=== bitmanip_ctrl ===
==> src/rtl/riscv_pkg.sv <==
// Shared opcode encoding and datapath constants for the bit-manipulation unit.
// Operand preconditioning lets every count run in 64-bit mode.
package riscv_pkg;

  localparam int WIDTH = 64;
  localparam int CNT_W = 7;

  typedef enum logic [2:0] {
    BOP_CPOP  = 3'b000,
    BOP_CLZ   = 3'b001,
    BOP_CTZ   = 3'b010,
    BOP_CPOPW = 3'b100,
    BOP_CLZW  = 3'b101,
    BOP_CTZW  = 3'b110
  } bop_t;

  function automatic logic bop_legal(input logic [2:0] op);
    logic ok;
    case (op)
      BOP_CPOP, BOP_CLZ, BOP_CTZ, BOP_CPOPW, BOP_CLZW, BOP_CTZW: ok = 1'b1;
      default: ok = 1'b0;
    endcase
    return ok;
  endfunction

  // W forms pad the unused half so that a 64-bit count gives the 32-bit answer.
  function automatic logic [63:0] precondition(input logic [2:0] op, input logic [63:0] a);
    logic [63:0] r;
    case (op)
      BOP_CPOPW: r = {32'h0, a[31:0]};
      BOP_CTZW:  r = {32'hFFFF_FFFF, a[31:0]};
      BOP_CLZW:  r = {a[31:0], 32'hFFFF_FFFF};
      default:   r = a;
    endcase
    return r;
  endfunction

endpackage

==> src/rtl/bitcounter.sv <==
// Population count of a 64-bit operand (optionally only the low word).
module bitcounter (
  input  logic        is_32_bit_mode,
  input  logic [63:0] operand,
  output logic [6:0]  count
);

  always_comb begin
    count = '0;
    for (int i = 0; i < 64; i++) begin
      if ((i < 32) || !is_32_bit_mode) begin
        count = count + {6'b0, operand[i]};
      end
    end
  end

endmodule

==> src/rtl/bmc_stage.sv <==
// One valid/ready register slice: holds its payload until the downstream advances.
module bmc_stage #(
  parameter int W = 8
) (
  input  logic         clk,
  input  logic         rst,
  input  logic         flush,
  input  logic         adv,
  input  logic         in_valid,
  input  logic [W-1:0] in_data,
  output logic         out_valid,
  output logic [W-1:0] out_data
);

  always_ff @(posedge clk) begin
    if (rst) begin
      out_valid <= 1'b0;
      out_data  <= '0;
    end else begin
      if (flush) begin
        out_valid <= 1'b0;
      end else if (adv) begin
        out_valid <= in_valid;
      end
      if (adv && in_valid && !flush) begin
        out_data <= in_data;
      end
    end
  end

endmodule

==> src/rtl/zeroscounter.sv <==
// Leading (oper_type=1) or trailing (oper_type=0) zero count of a 64-bit operand.
module zeroscounter (
  input  logic        is_32_bit_mode,
  input  logic        oper_type,
  input  logic [63:0] operand,
  output logic [6:0]  count
);

  logic [63:0] padded;
  logic [63:0] scan;
  logic        hit;

  always_comb begin
    if (is_32_bit_mode) begin
      padded = oper_type ? {operand[31:0], 32'hFFFF_FFFF} : {32'hFFFF_FFFF, operand[31:0]};
    end else begin
      padded = operand;
    end
  end

  // Leading zeros are counted as trailing zeros of the bit-reversed word.
  always_comb begin
    scan = '0;
    for (int i = 0; i < 64; i++) begin
      scan[i] = oper_type ? padded[63-i] : padded[i];
    end
  end

  always_comb begin
    count = '0;
    hit   = 1'b0;
    for (int i = 0; i < 64; i++) begin
      if (scan[i]) begin
        hit = 1'b1;
      end else if (!hit) begin
        count = count + 7'd1;
      end
    end
  end

endmodule

==> src/rtl/bitmanip_ctrl.sv <==
// Two-stage CPOP/CLZ/CTZ (and W forms) unit with valid/ready handshakes, flush
// and a completed-response counter.
module bitmanip_ctrl #(
  parameter int WIDTH = riscv_pkg::WIDTH,
  parameter int TAG_W = 5
) (
  input  logic             clk,
  input  logic             rst,
  input  logic             req_valid,
  output logic             req_ready,
  input  logic [2:0]       req_op,
  input  logic [WIDTH-1:0] req_a,
  input  logic [TAG_W-1:0] req_tag,
  input  logic             flush,
  output logic             resp_valid,
  input  logic             resp_ready,
  output logic [WIDTH-1:0] resp_data,
  output logic [TAG_W-1:0] resp_tag,
  output logic             resp_err,
  output logic             busy,
  output logic [31:0]      op_count
);

  import riscv_pkg::*;

  localparam int S1_W = 3 + TAG_W + WIDTH;
  localparam int S2_W = 1 + TAG_W + CNT_W;

  logic             s1_valid, s2_valid;
  logic             s1_adv, s2_adv;
  logic             accept;
  logic [S1_W-1:0]  s1_in, s1_data;
  logic [S2_W-1:0]  s2_in, s2_data;

  logic [2:0]       s1_op;
  logic [TAG_W-1:0] s1_tag;
  logic [WIDTH-1:0] s1_a;

  logic [CNT_W-1:0] cpop_cnt, zc_cnt, s1_res;
  logic             s1_err, clz_sel;

  logic [CNT_W-1:0] s2_res;
  logic [TAG_W-1:0] s2_tag;
  logic             s2_err;

  assign s2_adv    = !s2_valid || resp_ready;
  assign s1_adv    = !s1_valid || s2_adv;
  assign req_ready = s1_adv && !flush;
  assign accept    = req_valid && req_ready;

  assign s1_in = {req_op, req_tag, precondition(req_op, req_a)};

  bmc_stage #(.W(S1_W)) u_s1 (
    .clk       (clk),
    .rst       (rst),
    .flush     (flush),
    .adv       (s1_adv),
    .in_valid  (accept),
    .in_data   (s1_in),
    .out_valid (s1_valid),
    .out_data  (s1_data)
  );

  assign {s1_op, s1_tag, s1_a} = s1_data;
  assign clz_sel = (s1_op[1:0] == 2'b01);

  bitcounter u_cpop (
    .is_32_bit_mode (1'b0),
    .operand        (s1_a),
    .count          (cpop_cnt)
  );

  zeroscounter u_zc (
    .is_32_bit_mode (1'b0),
    .oper_type      (clz_sel),
    .operand        (s1_a),
    .count          (zc_cnt)
  );

  always_comb begin
    s1_res = '0;
    s1_err = 1'b0;
    case (s1_op)
      BOP_CPOP, BOP_CPOPW:                     s1_res = cpop_cnt;
      BOP_CLZ, BOP_CLZW, BOP_CTZ, BOP_CTZW:    s1_res = zc_cnt;
      default:                                 s1_err = !bop_legal(s1_op);
    endcase
  end

  assign s2_in = {s1_err, s1_tag, s1_res};

  bmc_stage #(.W(S2_W)) u_s2 (
    .clk       (clk),
    .rst       (rst),
    .flush     (flush),
    .adv       (s2_adv),
    .in_valid  (s1_valid),
    .in_data   (s2_in),
    .out_valid (s2_valid),
    .out_data  (s2_data)
  );

  assign {s2_err, s2_tag, s2_res} = s2_data;

  // Outputs read as zero whenever no result is present, so flushed leftovers never show.
  assign resp_valid = s2_valid;
  assign resp_data  = s2_valid ? {{(WIDTH-CNT_W){1'b0}}, s2_res} : '0;
  assign resp_tag   = s2_valid ? s2_tag : '0;
  assign resp_err   = s2_valid && s2_err;
  assign busy       = s1_valid || s2_valid;

  always_ff @(posedge clk) begin
    if (rst) begin
      op_count <= '0;
    end else if (resp_valid && resp_ready) begin
      op_count <= op_count + 32'd1;
    end
  end

endmodule

==> config.mk <==
export PLATFORM = sky130hd
export DESIGN_NAME = bitmanip_ctrl
export DESIGN_NICKNAME = d
export VERILOG_FILES = /design/src/rtl/riscv_pkg.sv /design/src/rtl/bitcounter.sv /design/src/rtl/bmc_stage.sv /design/src/rtl/zeroscounter.sv /design/src/rtl/bitmanip_ctrl.sv
export SDC_FILE = /design/constraint.sdc
export NUM_CORES = 1
export LEC_CHECK = 0
export ABC_AREA = 1
export CAP_MARGIN = 20
export CELL_PAD_IN_SITES_DETAIL_PLACEMENT = 1
export CELL_PAD_IN_SITES_GLOBAL_PLACEMENT = 1
export CORE_MARGIN = 8
export CORE_UTILIZATION = 41
export CTS_CLUSTER_DIAMETER = 60
export DETAILED_ROUTE_END_ITERATION = 16
export PLACE_DENSITY_LB_ADDON = 0.05
export SETUP_SLACK_MARGIN = 0.4
export SYNTH_ARGS = -nofsm -noshare
export SYNTH_HDL_FRONTEND = slang
export SYNTH_SLANG_ARGS = --single-unit
==> constraint.sdc <==
create_clock -name clk -period 40.6 [get_ports clk]
set_clock_uncertainty 0.15 [all_clocks]
set_input_delay 12.18 -clock clk [delete_from_list [all_inputs] [get_ports clk]]
set_output_delay 12.18 -clock clk [all_outputs]
set_load 0.02 [all_outputs]
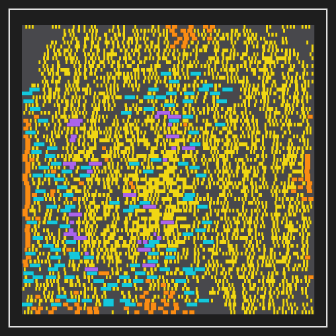
*Cell classes on the final placement, bitmanip_ctrl*
Fill, decap, tap and diode cells in gray.
[remaining buffers and delay cells] orange | cells: 132 | share of their area: 7.1%
[clock drivers and dummy loads] purple | cells: 32 | share of their area: 3.0%
[remaining logic cells] yellow | cells: 2639 | share of their area: 77%
[registers] cyan | cells: 118 | share of their area: 13%

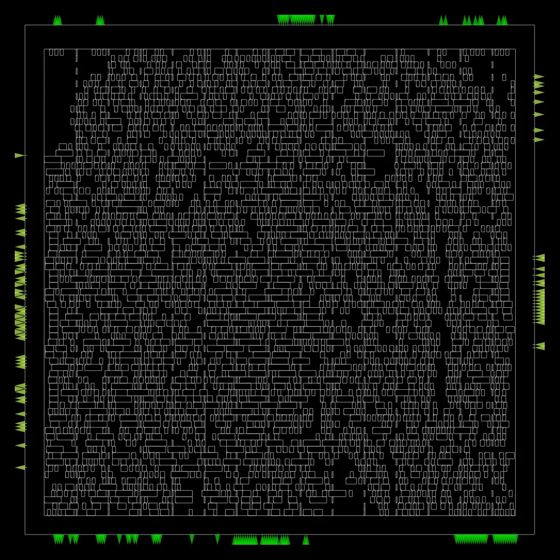
*Placement view, bitmanip_ctrl*
Flops: 118
non-filler instance count after layout: 3453
well tap count: 532

==> run_results.csv <==
group,metric,value,unit
global_routing,grt_use_total,22.4,%
global_routing,antenna_found_initial,0,
drt,drt-initial-drc-count,606,
power_and_ir_drop,p_leak,9.57,nW
worst_setup_path,critPathLaunchType,"flip-flop",
sta,hold_slack,0.308,ns
cells_and_area,logic_area,0.0120,sq mm
global_routing,grt_max_degree,66,
outcome,status,"finished clean",
sta,min_period,35.33,ns
clocking,htree_levels,4,
synthesis,synthFlopType,"dfxtp_1",
cells_and_area,final_layout_size_suffix_gt1_share,13.1,%
synthesis,common_cells,"nand2_1 (672), inv_1 (539), nor2_1 (211), nand3_1 (174), o21ai_0 (167)",
worst_setup_path,r2r_setup_slack,5.27,ns
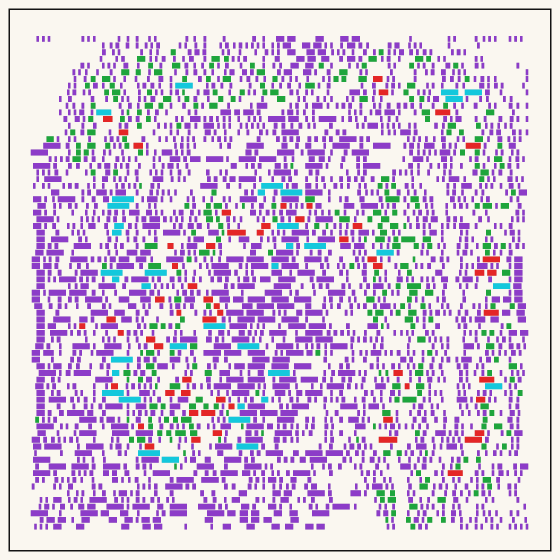
*Drive-strength map, bitmanip_ctrl*
[x2] green | cells: 289 | share: 9.9%
[x6 and larger] cyan | cells: 37 | share: 1.3%
[x3 and x4] red | cells: 58 | share: 2.0%
[x1 and smaller] purple | cells: 2537 | share: 87%
final worst slack: 5.27 ns
Area Overhead vs Synth: 12.2%
Non-CTS buffers: 132
Finished Cell Area: 0.0191 sq mm

cells by family (layout without fill, tap and decap cells):
logic type               Yosys count  count (layout)  share of synthesized area [%]
buffers and inverters            692             743                           17.0
AND/OR/NAND/NOR                 1477            1477                           43.4
XOR/XNOR                           9               9                          0.639
other                              1              57                         0.0220
adder cells (fa/ha/maj)          137             137                           12.4
flip-flops                       118             118                           13.9
AND-OR/OR-AND                    380             380                           12.5
layer usage:
layer | track usage [%] | wire length [um]
met5 | 0 | 0
met4 | 6.58 | 1360
met3 | 2.73 | 1700
met2 | 41.7 | 27400
met1 | 26.4 | 23600
critical path, delay by kind of cell, from the launching register on:
| kind | cells | cell delay, ns |
|---|---|---|
| AND-OR/OR-AND | 42 | 5.50 |
| flip-flops | 1 | 0.33 |
| AND/OR/NAND/NOR | 104 | 8.46 |
| adder cells (fa/ha/maj) | 62 | 18.00 |
| buffers and inverters | 33 | 2.70 |
state kept, by name, indices dropped and copies added (netlist names):
| register | count |
|---|---|
| u_s2.out_data | 13 |
| u_s1.out_data | 71 |
| u_s1.out_valid | 1 |
| u_s2.out_valid | 1 |
| op_count | 32 |

=== ysyx_22040125_mem_stage_flat ===
<file path="config.mk">
export PLATFORM = sky130hd
export DESIGN_NAME = ysyx_22040125_mem_stage_flat
export DESIGN_NICKNAME = d
export VERILOG_FILES = /design/src/rtl/ysyx_22040125_mem_stage_if.sv /design/src/rtl/ysyx_22040125_mem_stage.sv /design/src/flat_wrapper.sv
export SDC_FILE = /design/constraint.sdc
export NUM_CORES = 1
export LEC_CHECK = 0
export CAP_MARGIN = 0
export CORE_AREA = 8 8 262 264
export CTS_CLUSTER_DIAMETER = 120
export DETAILED_ROUTE_END_ITERATION = 10
export DIE_AREA = 0 0 270 272
export MAX_ROUTING_LAYER = met4
export PLACE_DENSITY = 0.65
export SYNTH_ARGS = -nofsm -noshare
export SYNTH_HDL_FRONTEND = slang
export SYNTH_SLANG_ARGS = --single-unit
</file>
<file path="constraint.sdc">
create_clock -name clk -period 35.3 [get_ports clk]
set_input_delay 10.59 -clock clk [delete_from_list [all_inputs] [get_ports clk]]
set_output_delay 10.59 -clock clk [all_outputs]
set_load 0.01 [all_outputs]
</file>
<file path="src/rtl/ysyx_22040125_mem_stage_if.sv">
// Data-memory port of the MEM stage.
// The request carries an aligned address with store lanes. The response is
// rsp_valid plus rdata for loads, and acts as a plain acknowledge for stores.
interface ysyx_22040125_mem_stage_if;
  logic        req_valid;
  logic        req_ready;
  logic [63:0] addr;
  logic        wen;
  logic [63:0] wdata;
  logic [7:0]  wmask;
  logic        rsp_valid;
  logic [63:0] rdata;

  modport master (
    output req_valid, addr, wen, wdata, wmask,
    input  req_ready, rsp_valid, rdata
  );

  modport slave (
    input  req_valid, addr, wen, wdata, wmask,
    output req_ready, rsp_valid, rdata
  );
endinterface

</file>
<file path="src/rtl/ysyx_22040125_mem_stage.sv">
// MEM stage of the ysyx_22040125 RV64 pipeline.
// Non-memory and misaligned ops pass straight through in the same cycle.
// Aligned loads and stores are latched, issued as one aligned doubleword
// request, and retired with a single out_valid pulse once the response arrives.
module ysyx_22040125_mem_stage (
  input  logic        clk,
  input  logic        rst,
  input  logic        in_valid,
  output logic        in_ready,
  input  logic [4:0]  in_rd,
  input  logic [2:0]  in_funct3,
  input  logic        in_mem_rd,
  input  logic        in_mem_wr,
  input  logic [1:0]  in_wb_sel,
  input  logic [63:0] in_alu_res,
  input  logic [63:0] in_store_data,
  input  logic [63:0] in_pc,
  input  logic [31:0] in_inst,
  ysyx_22040125_mem_stage_if.master dmem,
  output logic        out_valid,
  output logic [4:0]  out_rd,
  output logic [2:0]  out_funct3,
  output logic        out_mem_rd,
  output logic        out_mem_wr,
  output logic [1:0]  out_wb_sel,
  output logic [63:0] out_alu_res,
  output logic [63:0] out_pc,
  output logic [31:0] out_inst,
  output logic [63:0] out_load_data,
  output logic        out_misalign
);

  typedef enum logic [1:0] {IDLE, REQ, WAIT, DONE} state_t;

  state_t      state_q, state_d;
  logic [4:0]  rd_q, rd_d;
  logic [2:0]  funct3_q, funct3_d;
  logic        mem_rd_q, mem_rd_d;
  logic        mem_wr_q, mem_wr_d;
  logic [1:0]  wb_sel_q, wb_sel_d;
  logic [63:0] alu_res_q, alu_res_d;
  logic [63:0] store_data_q, store_data_d;
  logic [63:0] pc_q, pc_d;
  logic [31:0] inst_q, inst_d;
  logic [63:0] load_data_q, load_data_d;

  logic        in_is_mem;
  logic        in_misalign;
  logic [2:0]  offset;
  logic        is_store;
  logic [7:0]  size_mask;
  logic [63:0] rdata_shift;
  logic [63:0] load_ext;

  // Alignment check on the incoming op, plus lane steering and load extension for the latched op.
  always_comb begin
    in_is_mem = in_mem_rd | in_mem_wr;
    case (in_funct3[1:0])
      2'b00:   in_misalign = 1'b0;
      2'b01:   in_misalign = in_alu_res[0];
      2'b10:   in_misalign = |in_alu_res[1:0];
      default: in_misalign = |in_alu_res[2:0];
    endcase

    offset   = alu_res_q[2:0];
    // A load flag takes precedence when both flags are set.
    is_store = mem_wr_q & ~mem_rd_q;
    case (funct3_q[1:0])
      2'b00:   size_mask = 8'h01;
      2'b01:   size_mask = 8'h03;
      2'b10:   size_mask = 8'h0F;
      default: size_mask = 8'hFF;
    endcase

    rdata_shift = dmem.rdata >> {offset, 3'b000};
    case (funct3_q)
      3'b000:  load_ext = {{56{rdata_shift[7]}},  rdata_shift[7:0]};
      3'b001:  load_ext = {{48{rdata_shift[15]}}, rdata_shift[15:0]};
      3'b010:  load_ext = {{32{rdata_shift[31]}}, rdata_shift[31:0]};
      3'b100:  load_ext = {56'd0, rdata_shift[7:0]};
      3'b101:  load_ext = {48'd0, rdata_shift[15:0]};
      3'b110:  load_ext = {32'd0, rdata_shift[31:0]};
      default: load_ext = rdata_shift;  // 011 and 111: full doubleword
    endcase
  end

  // Next-state, latch updates and all outputs; every output is zero unless its state drives it.
  always_comb begin
    state_d       = state_q;
    rd_d          = rd_q;
    funct3_d      = funct3_q;
    mem_rd_d      = mem_rd_q;
    mem_wr_d      = mem_wr_q;
    wb_sel_d      = wb_sel_q;
    alu_res_d     = alu_res_q;
    store_data_d  = store_data_q;
    pc_d          = pc_q;
    inst_d        = inst_q;
    load_data_d   = load_data_q;
    in_ready      = 1'b0;
    dmem.req_valid = 1'b0;
    dmem.addr     = 64'd0;
    dmem.wen      = 1'b0;
    dmem.wdata    = 64'd0;
    dmem.wmask    = 8'd0;
    out_valid     = 1'b0;
    out_rd        = 5'd0;
    out_funct3    = 3'd0;
    out_mem_rd    = 1'b0;
    out_mem_wr    = 1'b0;
    out_wb_sel    = 2'd0;
    out_alu_res   = 64'd0;
    out_pc        = 64'd0;
    out_inst      = 32'd0;
    out_load_data = 64'd0;
    out_misalign  = 1'b0;

    case (state_q)
      IDLE: begin
        in_ready = 1'b1;
        if (in_valid) begin
          if (!in_is_mem || in_misalign) begin
            out_valid    = 1'b1;
            out_rd       = in_rd;
            out_funct3   = in_funct3;
            out_mem_rd   = in_mem_rd;
            out_mem_wr   = in_mem_wr;
            out_wb_sel   = in_wb_sel;
            out_alu_res  = in_alu_res;
            out_pc       = in_pc;
            out_inst     = in_inst;
            out_misalign = in_is_mem & in_misalign;
          end else begin
            rd_d         = in_rd;
            funct3_d     = in_funct3;
            mem_rd_d     = in_mem_rd;
            mem_wr_d     = in_mem_wr;
            wb_sel_d     = in_wb_sel;
            alu_res_d    = in_alu_res;
            store_data_d = in_store_data;
            pc_d         = in_pc;
            inst_d       = in_inst;
            state_d      = REQ;
          end
        end
      end
      REQ: begin
        dmem.req_valid = 1'b1;
        dmem.addr      = {alu_res_q[63:3], 3'b000};
        if (is_store) begin
          dmem.wen   = 1'b1;
          dmem.wmask = size_mask << offset;
          dmem.wdata = store_data_q << {offset, 3'b000};
        end
        if (dmem.req_ready) state_d = WAIT;
      end
      WAIT: begin
        if (dmem.rsp_valid) begin
          load_data_d = mem_rd_q ? load_ext : 64'd0;
          state_d     = DONE;
        end
      end
      DONE: begin
        out_valid     = 1'b1;
        out_rd        = rd_q;
        out_funct3    = funct3_q;
        out_mem_rd    = mem_rd_q;
        out_mem_wr    = mem_wr_q;
        out_wb_sel    = wb_sel_q;
        out_alu_res   = alu_res_q;
        out_pc        = pc_q;
        out_inst      = inst_q;
        out_load_data = load_data_q;
        state_d       = IDLE;
      end
    endcase
  end

  // State and latched-instruction registers; reset aborts any access in flight.
  always_ff @(posedge clk or posedge rst) begin
    if (rst) begin
      state_q      <= IDLE;
      rd_q         <= 5'd0;
      funct3_q     <= 3'd0;
      mem_rd_q     <= 1'b0;
      mem_wr_q     <= 1'b0;
      wb_sel_q     <= 2'd0;
      alu_res_q    <= 64'd0;
      store_data_q <= 64'd0;
      pc_q         <= 64'd0;
      inst_q       <= 32'd0;
      load_data_q  <= 64'd0;
    end else begin
      state_q      <= state_d;
      rd_q         <= rd_d;
      funct3_q     <= funct3_d;
      mem_rd_q     <= mem_rd_d;
      mem_wr_q     <= mem_wr_d;
      wb_sel_q     <= wb_sel_d;
      alu_res_q    <= alu_res_d;
      store_data_q <= store_data_d;
      pc_q         <= pc_d;
      inst_q       <= inst_d;
      load_data_q  <= load_data_d;
    end
  end

endmodule

</file>
<file path="src/flat_wrapper.sv">
// flat-port wrapper written by rule: the top's interface ports become plain ports
module ysyx_22040125_mem_stage_flat 
  (clk, rst, in_valid, in_ready, in_rd, in_funct3, in_mem_rd, in_mem_wr, in_wb_sel, in_alu_res, in_store_data, in_pc, in_inst, out_valid, out_rd, out_funct3, out_mem_rd, out_mem_wr, out_wb_sel, out_alu_res, out_pc, out_inst, out_load_data, out_misalign, dmem_req_valid, dmem_addr, dmem_wen, dmem_wdata, dmem_wmask, dmem_req_ready, dmem_rsp_valid, dmem_rdata);
  ysyx_22040125_mem_stage_if dmem_i ();
  input  logic clk;
  input  logic rst;
  input  logic in_valid;
  output logic in_ready;
  input  logic [4:0] in_rd;
  input  logic [2:0] in_funct3;
  input  logic in_mem_rd;
  input  logic in_mem_wr;
  input  logic [1:0] in_wb_sel;
  input  logic [63:0] in_alu_res;
  input  logic [63:0] in_store_data;
  input  logic [63:0] in_pc;
  input  logic [31:0] in_inst;
  output logic out_valid;
  output logic [4:0] out_rd;
  output logic [2:0] out_funct3;
  output logic out_mem_rd;
  output logic out_mem_wr;
  output logic [1:0] out_wb_sel;
  output logic [63:0] out_alu_res;
  output logic [63:0] out_pc;
  output logic [31:0] out_inst;
  output logic [63:0] out_load_data;
  output logic out_misalign;
  output wire logic [$bits(dmem_i.req_valid)-1:0] dmem_req_valid;
  output wire logic [$bits(dmem_i.addr)-1:0] dmem_addr;
  output wire logic [$bits(dmem_i.wen)-1:0] dmem_wen;
  output wire logic [$bits(dmem_i.wdata)-1:0] dmem_wdata;
  output wire logic [$bits(dmem_i.wmask)-1:0] dmem_wmask;
  input wire logic [$bits(dmem_i.req_ready)-1:0] dmem_req_ready;
  input wire logic [$bits(dmem_i.rsp_valid)-1:0] dmem_rsp_valid;
  input wire logic [$bits(dmem_i.rdata)-1:0] dmem_rdata;
  assign dmem_req_valid = dmem_i.req_valid;
  assign dmem_addr = dmem_i.addr;
  assign dmem_wen = dmem_i.wen;
  assign dmem_wdata = dmem_i.wdata;
  assign dmem_wmask = dmem_i.wmask;
  assign dmem_i.req_ready = dmem_req_ready;
  assign dmem_i.rsp_valid = dmem_rsp_valid;
  assign dmem_i.rdata = dmem_rdata;
  ysyx_22040125_mem_stage u_core (.clk(clk), .rst(rst), .in_valid(in_valid), .in_ready(in_ready), .in_rd(in_rd), .in_funct3(in_funct3), .in_mem_rd(in_mem_rd), .in_mem_wr(in_mem_wr), .in_wb_sel(in_wb_sel), .in_alu_res(in_alu_res), .in_store_data(in_store_data), .in_pc(in_pc), .in_inst(in_inst), .dmem(dmem_i), .out_valid(out_valid), .out_rd(out_rd), .out_funct3(out_funct3), .out_mem_rd(out_mem_rd), .out_mem_wr(out_mem_wr), .out_wb_sel(out_wb_sel), .out_alu_res(out_alu_res), .out_pc(out_pc), .out_inst(out_inst), .out_load_data(out_load_data), .out_misalign(out_misalign));
endmodule
</file>
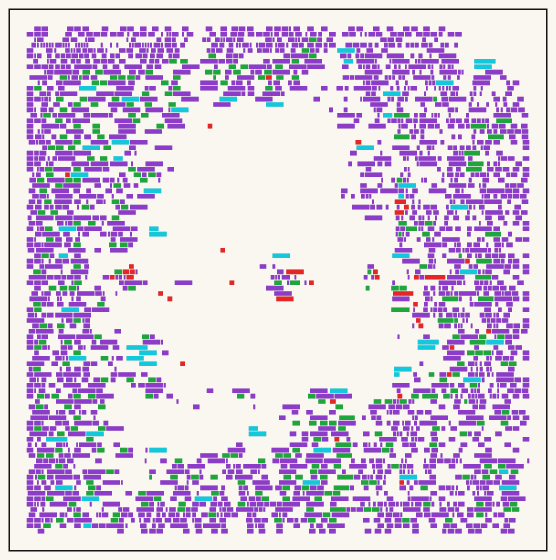
*Drive-strength map, ysyx_22040125_mem_stage_flat*
[x1 and smaller] purple | cells: 2071 | share: 85%
[x3 and x4] red | cells: 36 | share: 1.5%
[x6 and larger] cyan | cells: 55 | share: 2.2%
[x2] green | cells: 286 | share: 12%

==> run_results.csv <==
group,metric,value,unit
outcome,status,"finished clean",
cells_and_area,fillers,6200,
synthesis,logic_family,"multiplexers",
sta,hold_slack,0.474,ns
worst_setup_path,cp-end-kind,"output port",
worst_setup_path,crit_type,"in -> out",
synthesis,adder_share,0.272,%
worst_setup_path,r2r_setup_slack,31.41,ns
worst_setup_path,worstSetupStartpoint,"in_funct3[0]",
cells_and_area,final_common_cell,"clkdlybuf4s50_1",
worst_setup_path,path_depth,9,
floorplanning,coreArea,0.0648,sq mm
sta,fin_setup_tns,0,ns
cells_and_area,comb_share,36.9,%
power_and_ir_drop,pwr-share-comb,52.8,%
power_and_ir_drop,switchingPower,0.000964,W
power_and_ir_drop,pg_comb,0.00122,W
sta,hold_viol,0,
cells_and_area,sh_seq_area,28.0,%
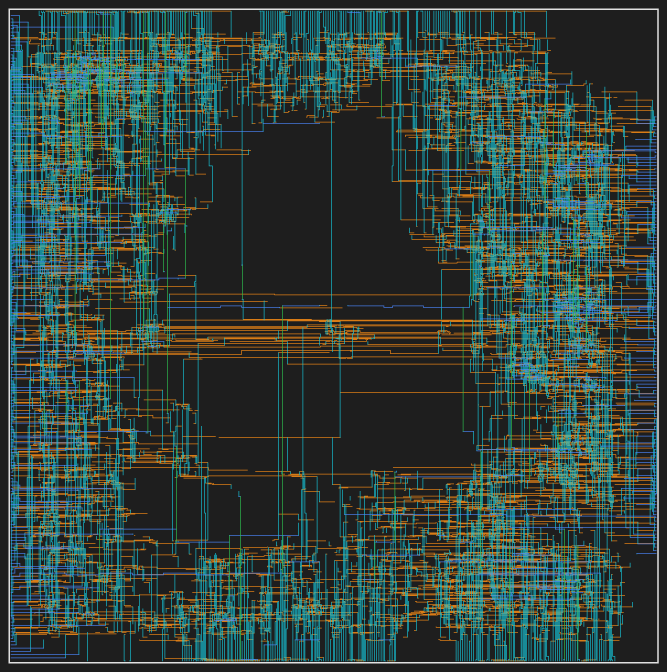
*Signal wires by layer, ysyx_22040125_mem_stage_flat*
[M2] cyan | wire length: 39.8 mm
[M3] blue | wire length: 5900 um
[M4] green | wire length: 2400 um
[M1] orange | wire length: 33.2 mm

==> flip-flops by register name (all words and copies together), names as in the netlist, 2 cells and up <==
name and count:
u_core.alu_res_q 64, u_core.load_data_q 64, u_core.pc_q 64, u_core.store_data_q 64
u_core.inst_q 32, u_core.rd_q 5, u_core.funct3_q 3, u_core.state_q 2
u_core.wb_sel_q 2
==> worst register-to-register path, cell delays in order (launching register included) <==
cell and delay, ns:
dfrtp_4 0.79, buf_4 0.79, nor2b_2 0.44, a2bb2oi_1 0.43, a211oi_2 0.18, o21ai_2 0.77
o311ai_0 0.30
==> metal layers <==
layer	wire (um)	up-vias	global-route usage, %
li1	-	7782	-
met1	33200	8613	25.9
met2	39800	812	36.1
met3	5900	129	5.20
met4	2400	0	6.61
met5	0	-	-
==> cell families (layout without fill, tap and decap cells) <==
kind of cell    after synthesis  count (layout)
flops                       302             302
mux                         378             378
other cells                   1              13
simple gates                560             560
buf+inv                     198             787
compound gates              414             414
fa+ha+maj                     4               4
==> stage by stage <==
stage | power, W | worst slack (ns)
after floorplan | 0.00139 | 12.93
after global placement | 0.00187 | 10.78
after detailed placement | 0.00190 | 10.66
after CTS | 0.00234 | 10.66
after global routing | 0.00246 | 10.46
final | 0.00232 | 10.66

=== rotate_arbiter ===
### Signal wires by layer, rotate_arbiter

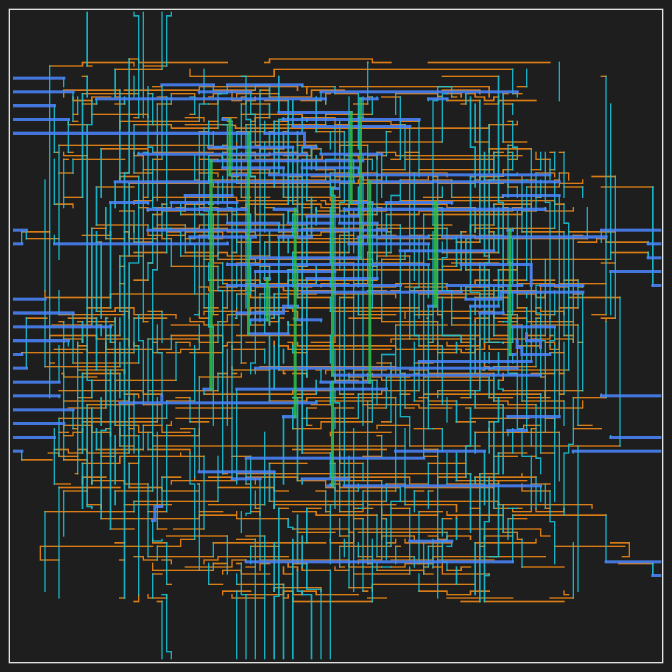
### I/O nets highlighted, rotate_arbiter

Bar = 20 um.
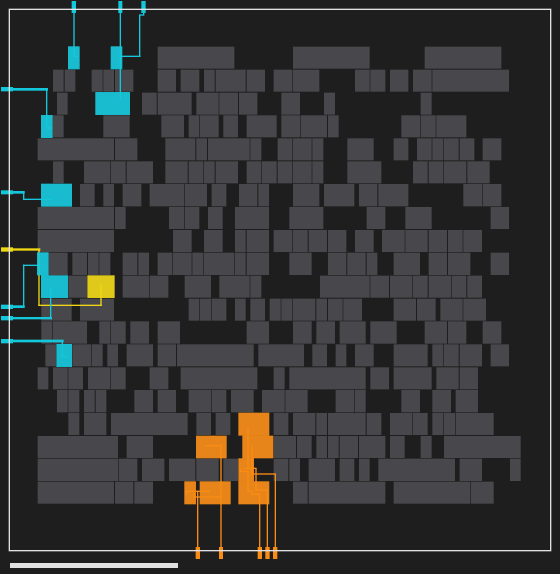
===== src/rtl/rotate_arbiter_pkg.sv =====
// Shared types and constants for the round-robin rotate arbiter.
// Holds the FSM encoding, the per-pass step limit and direction codes.
package rotate_arbiter_pkg;

  localparam int DATA_W   = 8;
  localparam int AMT_W    = 5;
  localparam int STEP_MAX = 7;

  localparam logic DIR_D1 = 1'b1;
  localparam logic DIR_D0 = 1'b0;

  typedef enum logic [1:0] {
    ST_IDLE   = 2'd0,
    ST_ROTATE = 2'd1,
    ST_DONE   = 2'd2
  } state_t;

  // Largest pass the 3-bit rotator can take from the remaining amount.
  function automatic logic [2:0] step_of(input logic [AMT_W-1:0] rem);
    return (rem >= AMT_W'(STEP_MAX)) ? 3'(STEP_MAX) : rem[2:0];
  endfunction

endpackage


===== src/rtl/rotate_arbiter_rot8_core.sv =====
// Combinational 8-bit rotator, 0..7 positions per evaluation.
// DIR_D1 moves bits toward LSB, DIR_D0 toward MSB.
module rot8_core
  import rotate_arbiter_pkg::*;
(
  input  logic [7:0] a,
  input  logic [2:0] amt,
  input  logic       dir,
  output logic [7:0] y
);

  logic [15:0] dbl;
  logic [15:0] shr;
  logic [15:0] shl;

  assign dbl = {a, a};
  assign shr = dbl >> amt;
  assign shl = dbl << amt;

  always_comb begin
    y = a;
    unique case (dir)
      DIR_D1: y = shr[7:0];
      DIR_D0: y = shl[15:8];
      default: y = a;
    endcase
  end

endmodule


===== src/rtl/rotate_arbiter.sv =====
// Two-requester round-robin front end for a shared 8-bit rotator.
// Long rotations are split into passes of at most 7 positions.
module rotate_arbiter
  import rotate_arbiter_pkg::*;
(
  input  logic             clk,
  input  logic             reset,
  input  logic             req0_valid,
  output logic             req0_ready,
  input  logic [DATA_W-1:0] req0_data,
  input  logic [AMT_W-1:0] req0_amt,
  input  logic             req0_dir,
  input  logic             req1_valid,
  output logic             req1_ready,
  input  logic [DATA_W-1:0] req1_data,
  input  logic [AMT_W-1:0] req1_amt,
  input  logic             req1_dir,
  output logic             res_valid,
  input  logic             res_ready,
  output logic [DATA_W-1:0] res_data,
  output logic             res_id,
  output logic             busy
);

  state_t            state;
  state_t            state_nx;
  logic [DATA_W-1:0] acc;
  logic [AMT_W-1:0]  rem;
  logic              dir_q;
  logic              id_q;
  logic              last_grant;

  logic              gnt;
  logic              take;
  logic [2:0]        step;
  logic [AMT_W-1:0]  rem_nx;
  logic [DATA_W-1:0] rot_y;
  logic [DATA_W-1:0] sel_data;
  logic [AMT_W-1:0]  sel_amt;
  logic              sel_dir;

  assign step     = step_of(rem);
  assign rem_nx   = rem - AMT_W'(step);
  assign sel_data = gnt ? req1_data : req0_data;
  assign sel_amt  = gnt ? req1_amt  : req0_amt;
  assign sel_dir  = gnt ? req1_dir  : req0_dir;

  rot8_core u_rot (
    .a   (acc),
    .amt (step),
    .dir (dir_q),
    .y   (rot_y)
  );

  always_comb begin
    state_nx   = state;
    gnt        = 1'b0;
    take       = 1'b0;
    req0_ready = 1'b0;
    req1_ready = 1'b0;
    unique case (state)
      ST_IDLE: begin
        // On a tie, the requester not served last goes next.
        if (req0_valid && req1_valid) gnt = ~last_grant;
        else                          gnt = req1_valid;
        req0_ready = req0_valid && !gnt;
        req1_ready = req1_valid && gnt;
        take       = req0_ready || req1_ready;
        if (take)
          state_nx = (sel_amt != '0) ? ST_ROTATE : ST_DONE;
      end
      ST_ROTATE: begin
        if (rem_nx == '0) state_nx = ST_DONE;
      end
      ST_DONE: begin
        if (res_ready) state_nx = ST_IDLE;
      end
      default: state_nx = ST_IDLE;
    endcase
  end

  always_ff @(posedge clk or posedge reset) begin
    if (reset) begin
      state      <= ST_IDLE;
      acc        <= '0;
      rem        <= '0;
      dir_q      <= 1'b0;
      id_q       <= 1'b0;
      last_grant <= 1'b1;
    end else begin
      state <= state_nx;
      if (take) begin
        acc        <= sel_data;
        rem        <= sel_amt;
        dir_q      <= sel_dir;
        id_q       <= gnt;
        last_grant <= gnt;
      end else if (state == ST_ROTATE) begin
        acc <= rot_y;
        rem <= rem_nx;
      end
    end
  end

  assign res_valid = (state == ST_DONE);
  assign res_data  = res_valid ? acc : '0;
  assign res_id    = res_valid & id_q;
  assign busy      = (state != ST_IDLE);

endmodule


===== config.mk =====
export PLATFORM = sky130hd
export DESIGN_NAME = rotate_arbiter
export DESIGN_NICKNAME = d
export VERILOG_FILES = /design/src/rtl/rotate_arbiter_pkg.sv /design/src/rtl/rotate_arbiter_rot8_core.sv /design/src/rtl/rotate_arbiter.sv
export SDC_FILE = /design/constraint.sdc
export NUM_CORES = 1
export LEC_CHECK = 0
export CAP_MARGIN = 20
export CORE_MARGIN = 3
export CORE_UTILIZATION = 62
export DETAILED_ROUTE_END_ITERATION = 8
export DONT_BUFFER_PORTS = 1
export PLACE_DENSITY = 0.77
export SKIP_LAST_GASP = 1
export SLEW_MARGIN = 0
export SYNTH_ARGS = -nofsm -noshare
export SYNTH_HDL_FRONTEND = slang
export SYNTH_SLANG_ARGS = --single-unit
export TNS_END_PERCENT = 100

===== constraint.sdc =====
create_clock -name clk -period 2.31 [get_ports clk]
set_input_delay 0.693 -clock clk [delete_from_list [all_inputs] [get_ports clk]]
set_output_delay 0.693 -clock clk [all_outputs]
set_load 0.01 [all_outputs]

==> run_results.csv <==
group,metric,value,unit
cells_and_area,sh_seq_area,20.5,%
power_and_ir_drop,pwr-share-comb,70.2,%
sta,drv_slew,0,
floorplanning,dieArea,0.00412,sq mm
outcome,status,"finished clean",
synthesis,ys_seq_share,21.5,%
hold_path,hp-class,"in -> async",
cells_and_area,n_antenna_cell,0,
floorplanning,fp.dieW,64.2,um
placement,dp_hpwl,5010,um
power_and_ir_drop,p_seq_share,24.4,%
worst_setup_path,reg2reg_depth,7,
global_routing,antenna_found_initial,0,
sta,fin_setup_tns,0,ns
cells_and_area,layout_top_cells,"nor2_1 (33), nand2_1 (23), buf_4 (17)",
global_routing,grt_overflow,0,
floorplanning,fp_util,67.0,%
cells_and_area,clock_area_share,1.64,%
synthesis,yosys_warnings,0,
synthesis,top_area_share,20.3,%
cells_and_area,multi_input_comb_cells,240,
global_routing,grt_max_degree,19,
cells_and_area,final_common_cell,"nor2_1",
synthesis,ys_area,0.00210,sq mm
clocking,tritoncts,"yes",
About 'Signal wires by layer' of rotate_arbiter:
[M3] blue | wire length: 874 um
[M4] green | wire length: 167 um
[M1] orange | wire length: 2800 um
[M2] cyan | wire length: 2990 um

About 'I/O nets highlighted' of rotate_arbiter:
[`req0_amt`] orange | bits: 5 | direction: input | end cells: 7 | wire: 70.5 um
[`req1_data`] cyan | bits: 8 | direction: input | end cells: 8 | wire: 62.4 um
[`req0_dir`] yellow | bits: 1 | direction: input | end cells: 1 | wire: 19.4 um
IO Port Bufs: 0
IO Count: 46

-- worst max-delay path, cell delays in order (launching register included) --
cell,delay [ns]
dfstp_2,0.41
a21boi_2,0.40
nand2_4,0.18
inv_1,0.16
-- sequential cells by signal, indices dropped and copies added (netlist names) --
register	flops
dir_q	1
id_q	1
last_grant	1
rem	5
acc	8
state	2
-- cells by family (layout without fill, tap and decap cells) --
logic type	count (synthesis)	in the layout
and+or+nand+nor	133	133
AOI/OAI and AO/OA	93	93
buffers and inverters	33	29
DFF	18	18
muxes	13	13
adders and majority gates	1	1
-- power by group through the flow --
| stage | clock network [W] | logic, W | registers [W] |
|---|---|---|---|
| 4_1_cts | 0.000213 | 0.00259 | 0.000892 |
| 3_5_place_dp | 0 | 0.00258 | 0.000897 |
| 6_report | 0.000206 | 0.00267 | 0.000927 |
| 5_1_grt | 0.000222 | 0.00294 | 0.000952 |
| 2_1_floorplan | 0 | 0.00216 | 0.000597 |
| 3_3_place_gp | 0 | 0.00257 | 0.000891 |
-- metal layers --
| metal | share of wire [%] | GRT usage (%) |
|---|---|---|
| met1 | 41 | 48.7 |
| met2 | 44 | 53.5 |
| met3 | 13 | 8.96 |
| met4 | 2.4 | 13.2 |
| met5 | 0 | 0 |

=== snax_hwpe_periph_regfile_flat ===
### Drive-strength map, snax_hwpe_periph_regfile_flat

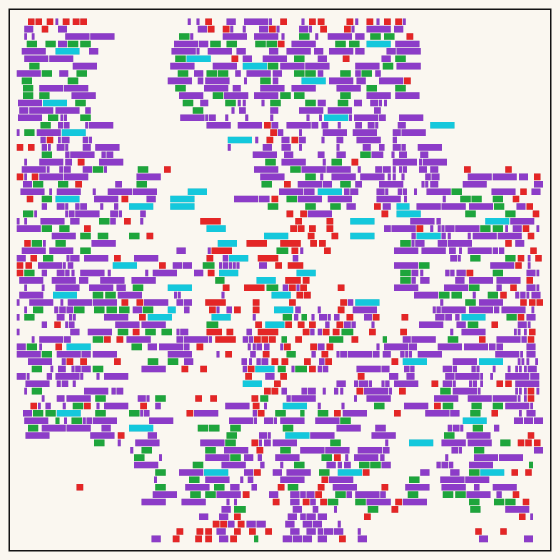
## src/rtl/snax_hwpe_periph_regfile_if.sv

```systemverilog
// rtl/snax_hwpe_periph_regfile_if.sv - 32-bit HWPE peripheral control interface
interface hwpe_ctrl_intf_periph #(
    parameter int unsigned ID_WIDTH = 5
) ();
    logic                req;
    logic                gnt;
    logic [31:0]         add;
    logic                wen;
    logic [3:0]          be;
    logic [31:0]         data;
    logic [ID_WIDTH-1:0] id;
    logic                r_valid;
    logic [31:0]         r_data;
    logic [ID_WIDTH-1:0] r_id;

    modport slave (
        input  req, add, wen, be, data, id,
        output gnt, r_valid, r_data, r_id
    );

    modport master (
        output req, add, wen, be, data, id,
        input  gnt, r_valid, r_data, r_id
    );
endinterface

```

## src/rtl/snax_hwpe_periph_regfile.sv

```systemverilog
// rtl/snax_hwpe_periph_regfile.sv - HWPE peripheral register file with trigger, status and config words
module snax_hwpe_periph_regfile #(
    parameter int unsigned NumCfg  = 6,
    parameter int unsigned IdWidth = 5
) (
    input  logic                   clk_i,
    input  logic                   rst_ni,
    hwpe_ctrl_intf_periph.slave    periph,
    output logic [NumCfg*32-1:0]   cfg_o,
    output logic                   start_o,
    output logic                   busy_o,
    input  logic                   done_i
);
    localparam int unsigned NumWords = 2 + NumCfg;

    logic [29:0]        idx;
    logic               is_trig;
    logic               is_stat;
    logic               in_range;
    logic               is_cfg;
    logic               accept;
    logic               rd_acc;
    logic               wr_acc;
    logic               trig_go;
    logic               err_set;
    logic               err_clr;
    logic               cfg_wr;
    logic [31:0]        cfg_rd;
    logic [31:0]        rd_word;
    logic [31:0]        status;

    logic [31:0]        cfg_q [NumCfg];
    logic               r_valid_q;
    logic [31:0]        r_data_q;
    logic [IdWidth-1:0] r_id_q;
    logic               start_q;
    logic               busy_q;
    logic               err_q;
    logic [15:0]        jobcnt_q;

    logic               unused;
    assign unused = ^periph.add[1:0];

    assign idx      = periph.add[31:2];
    assign is_trig  = (idx == 30'd0);
    assign is_stat  = (idx == 30'd1);
    assign in_range = (idx < 30'(NumWords));
    assign is_cfg   = in_range & ~is_trig & ~is_stat;

    // Holding off grant while a response is out keeps a held req from being taken twice.
    assign periph.gnt = periph.req & ~r_valid_q;
    assign accept     = periph.req & periph.gnt;
    assign rd_acc     = accept & periph.wen;
    assign wr_acc     = accept & ~periph.wen;

    assign trig_go = wr_acc & is_trig & (|periph.be) & ~busy_q;
    assign cfg_wr  = wr_acc & is_cfg & ~busy_q;
    assign err_set = (wr_acc & (~in_range | is_stat | ((is_trig | is_cfg) & busy_q)))
                   | (done_i & ~busy_q);
    assign err_clr = rd_acc & is_stat;

    assign status = {jobcnt_q, 14'b0, err_q, busy_q};

    always_comb begin
        cfg_rd = '0;
        for (int k = 0; k < int'(NumCfg); k++) begin
            if (idx == 30'(k + 2)) begin
                cfg_rd = cfg_q[k];
            end
        end
    end

    always_comb begin
        rd_word = '0;
        if (is_stat) begin
            rd_word = status;
        end else if (is_cfg) begin
            rd_word = cfg_rd;
        end
    end

    always_ff @(posedge clk_i or negedge rst_ni) begin
        if (!rst_ni) begin
            r_valid_q <= 1'b0;
            r_data_q  <= '0;
            r_id_q    <= '0;
        end else begin
            r_valid_q <= rd_acc;
            if (rd_acc) begin
                r_data_q <= rd_word;
                r_id_q   <= periph.id;
            end
        end
    end

    always_ff @(posedge clk_i or negedge rst_ni) begin
        if (!rst_ni) begin
            for (int k = 0; k < int'(NumCfg); k++) begin
                cfg_q[k] <= '0;
            end
        end else if (cfg_wr) begin
            for (int k = 0; k < int'(NumCfg); k++) begin
                if (idx == 30'(k + 2)) begin
                    for (int b = 0; b < 4; b++) begin
                        if (periph.be[b]) begin
                            cfg_q[k][8*b +: 8] <= periph.data[8*b +: 8];
                        end
                    end
                end
            end
        end
    end

    // A trigger needs idle and a done needs busy, so the two never collide on busy_q.
    always_ff @(posedge clk_i or negedge rst_ni) begin
        if (!rst_ni) begin
            start_q  <= 1'b0;
            busy_q   <= 1'b0;
            err_q    <= 1'b0;
            jobcnt_q <= '0;
        end else begin
            start_q <= trig_go;
            busy_q  <= busy_q ? ~done_i : trig_go;
            err_q   <= err_set | (err_q & ~err_clr);
            if (busy_q && done_i) begin
                jobcnt_q <= jobcnt_q + 16'd1;
            end
        end
    end

    for (genvar k = 0; k < int'(NumCfg); k++) begin : g_cfg_out
        assign cfg_o[32*k +: 32] = cfg_q[k];
    end

    assign periph.r_valid = r_valid_q;
    assign periph.r_data  = r_data_q;
    assign periph.r_id    = r_id_q;
    assign start_o        = start_q;
    assign busy_o         = busy_q;
endmodule

```

## src/flat_wrapper.sv

```systemverilog
// flat-port wrapper written by rule: the top's interface ports become plain ports
module snax_hwpe_periph_regfile_flat 
#(
    parameter int unsigned NumCfg  = 6,
    parameter int unsigned IdWidth = 5
)
  (clk_i, rst_ni, cfg_o, start_o, busy_o, done_i, periph_req, periph_add, periph_wen, periph_be, periph_data, periph_id, periph_gnt, periph_r_valid, periph_r_data, periph_r_id);
  hwpe_ctrl_intf_periph #(.ID_WIDTH(5)) periph_i ();
  input  logic clk_i;
  input  logic rst_ni;
  output logic [NumCfg*32-1:0] cfg_o;
  output logic start_o;
  output logic busy_o;
  input  logic done_i;
  input wire logic [$bits(periph_i.req)-1:0] periph_req;
  input wire logic [$bits(periph_i.add)-1:0] periph_add;
  input wire logic [$bits(periph_i.wen)-1:0] periph_wen;
  input wire logic [$bits(periph_i.be)-1:0] periph_be;
  input wire logic [$bits(periph_i.data)-1:0] periph_data;
  input wire logic [$bits(periph_i.id)-1:0] periph_id;
  output wire logic [$bits(periph_i.gnt)-1:0] periph_gnt;
  output wire logic [$bits(periph_i.r_valid)-1:0] periph_r_valid;
  output wire logic [$bits(periph_i.r_data)-1:0] periph_r_data;
  output wire logic [$bits(periph_i.r_id)-1:0] periph_r_id;
  assign periph_i.req = periph_req;
  assign periph_i.add = periph_add;
  assign periph_i.wen = periph_wen;
  assign periph_i.be = periph_be;
  assign periph_i.data = periph_data;
  assign periph_i.id = periph_id;
  assign periph_gnt = periph_i.gnt;
  assign periph_r_valid = periph_i.r_valid;
  assign periph_r_data = periph_i.r_data;
  assign periph_r_id = periph_i.r_id;
  snax_hwpe_periph_regfile #(.NumCfg(NumCfg), .IdWidth(IdWidth)) u_core (.clk_i(clk_i), .rst_ni(rst_ni), .periph(periph_i), .cfg_o(cfg_o), .start_o(start_o), .busy_o(busy_o), .done_i(done_i));
endmodule
```

## config.mk

```make
export PLATFORM = sky130hd
export DESIGN_NAME = snax_hwpe_periph_regfile_flat
export DESIGN_NICKNAME = d
export VERILOG_FILES = /design/src/rtl/snax_hwpe_periph_regfile_if.sv /design/src/rtl/snax_hwpe_periph_regfile.sv /design/src/flat_wrapper.sv
export SDC_FILE = /design/constraint.sdc
export NUM_CORES = 1
export LEC_CHECK = 0
export CAP_MARGIN = 20
export CORE_MARGIN = 2
export CORE_UTILIZATION = 30
export CTS_CLUSTER_SIZE = 8
export DETAILED_ROUTE_END_ITERATION = 8
export PLACE_DENSITY_LB_ADDON = 0.3
export RECOVER_POWER = 50
export SYNTH_ARGS = -nofsm -noshare
export SYNTH_HDL_FRONTEND = slang
export SYNTH_SLANG_ARGS = --single-unit
```

## constraint.sdc

```tcl
create_clock -name clk_i -period 2.9 [get_ports clk_i]
set_input_delay 0.435 -clock clk_i [delete_from_list [all_inputs] [get_ports clk_i]]
set_output_delay 0.435 -clock clk_i [all_outputs]
set_load 0.1 [all_outputs]
```

==> run_results.csv <==
group,metric,value,unit
outcome,status,"finished with violations",
outcome,violations,"max-capacitance violations, max-slew violations",
drt,routed-wl-met2,20200,um
power_and_ir_drop,internal-power,0.00605,W
synthesis,syn_area_per_cell,12.6,sq um
drt,ant_nets,0,
worst_setup_path,cpMaxStageDelayCell,"or4_1",
power_and_ir_drop,top_power_group,"clock",
cells_and_area,logic_area,0.00495,sq mm
hold_path,hold_end,"u_core.periph.r_id[1]$_DFFE_PN0P_",
synthesis,netlist_instances,902,
sta,skew,0.0109,ns
power_and_ir_drop,seq_cell_power,0.00350,W
drt,first_pass_iters,5,
worst_setup_path,worstPathCellList,"clkdlybuf4s50_1, or4_1, buf_4, nor2_1, nand3_1, or3_1, buf_4, mux2_2",
power_and_ir_drop,pwr-share-clk,49.0,%
cells_and_area,post-route-util,42.6,%
job,maxCapViolCount,1,
synthesis,adder_share,0.110,%
cells_and_area,largest_reg_flops,192,
drt,wirelength,42100,um
synthesis,synth-edff-count,0,
drt,routed.top_layer,"met5",
synthesis,top_area_share,54.7,%
worst_setup_path,reg2reg_to,"u_core.cfg_o[103]$_DFFE_PN0P_",
placement,place_inst,1779,
worst_setup_path,path_buffers,3,
sta,drv_slew,67,
synthesis,synth_nets,981,
cells_and_area,layout_top_cells,"dfrtp_1 (249), buf_4 (227), mux2_2 (190)",
## Picture notes: 'Drive-strength map' of snax_hwpe_periph_regfile_flat
[x3 and x4] red | cells: 241 | share: 18%
[x2] green | cells: 210 | share: 16%
[x1 and smaller] purple | cells: 809 | share: 62%
[x6 and larger] cyan | cells: 54 | share: 4.1%
Area Overhead vs Synth: 40.3%
Finished Cell Area: 0.0160 sq mm
final worst slack: 0.283 ns
Non-CTS buffers: 420

[cells in the mapped netlist (13+ instances only)]
cell type  number
dfrtp_1       249
mux2_2        190
nand2_1        75
clkbuf_1       43
o22ai_1        41
nor2_1         38
o21ai_0        34
mux2i_1        31
a22oi_1        27
nand3_1        13
[final cells by class]
cell class              count  share of cell area, %
repair buffers            420                   19.5
diodes                      2                 0.0313
clock inverters             2                 0.0862
well taps                 511                   4.00
clock buffers              42                   6.24
flip-flops and latches    249                   39.0
inverters                   6                  0.141
multi-input cells         595                   31.0
[worst max-delay path by stage]
stage                                     from                              endpoint
6_report                         periph_add[7]          u_core.cfg_o[18]$_DFFE_PN0P_
5_1_grt                                 rst_ni          u_core.cfg_o[97]$_DFFE_PN0P_
4_1_cts                          periph_add[7]   u_core.periph.r_data[0]$_DFFE_PN0P_
3_5_place_dp                     periph_add[7]   u_core.periph.r_data[0]$_DFFE_PN0P_
3_3_place_gp                     periph_add[7]  u_core.periph.r_data[21]$_DFFE_PN0P_
2_1_floorplan  u_core.periph.r_valid$_DFF_PN0_         u_core.cfg_o[100]$_DFFE_PN0P_
[tightest hold or removal path, stage by stage]
cell and delay [ns]:
clkdlybuf4s50_1 0.39, nand2_1 0.05, nand2_1 0.04


## Gallery

Cell classes on the final placement.
Fill, decap, tap and diode cells in gray.
panel A
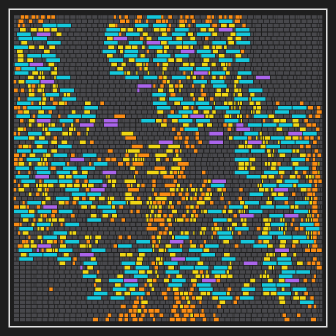
panel B
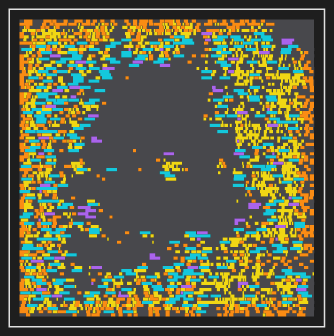
panel C
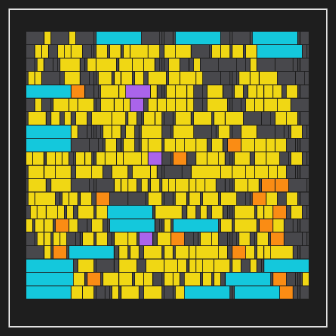
Panel C comes from rotate_arbiter.
Panel A comes from snax_hwpe_periph_regfile_flat.
Panel B comes from ysyx_22040125_mem_stage_flat.

Key to panel A:
[remaining buffers and delay cells] orange | cells: 420 | share of their area: 20%
[clock drivers and dummy loads] purple | cells: 44 | share of their area: 6.6%
[remaining logic cells] yellow | cells: 601 | share of their area: 32%
[registers] cyan | cells: 249 | share of their area: 41%

Power and IR drop assume default switching activity.
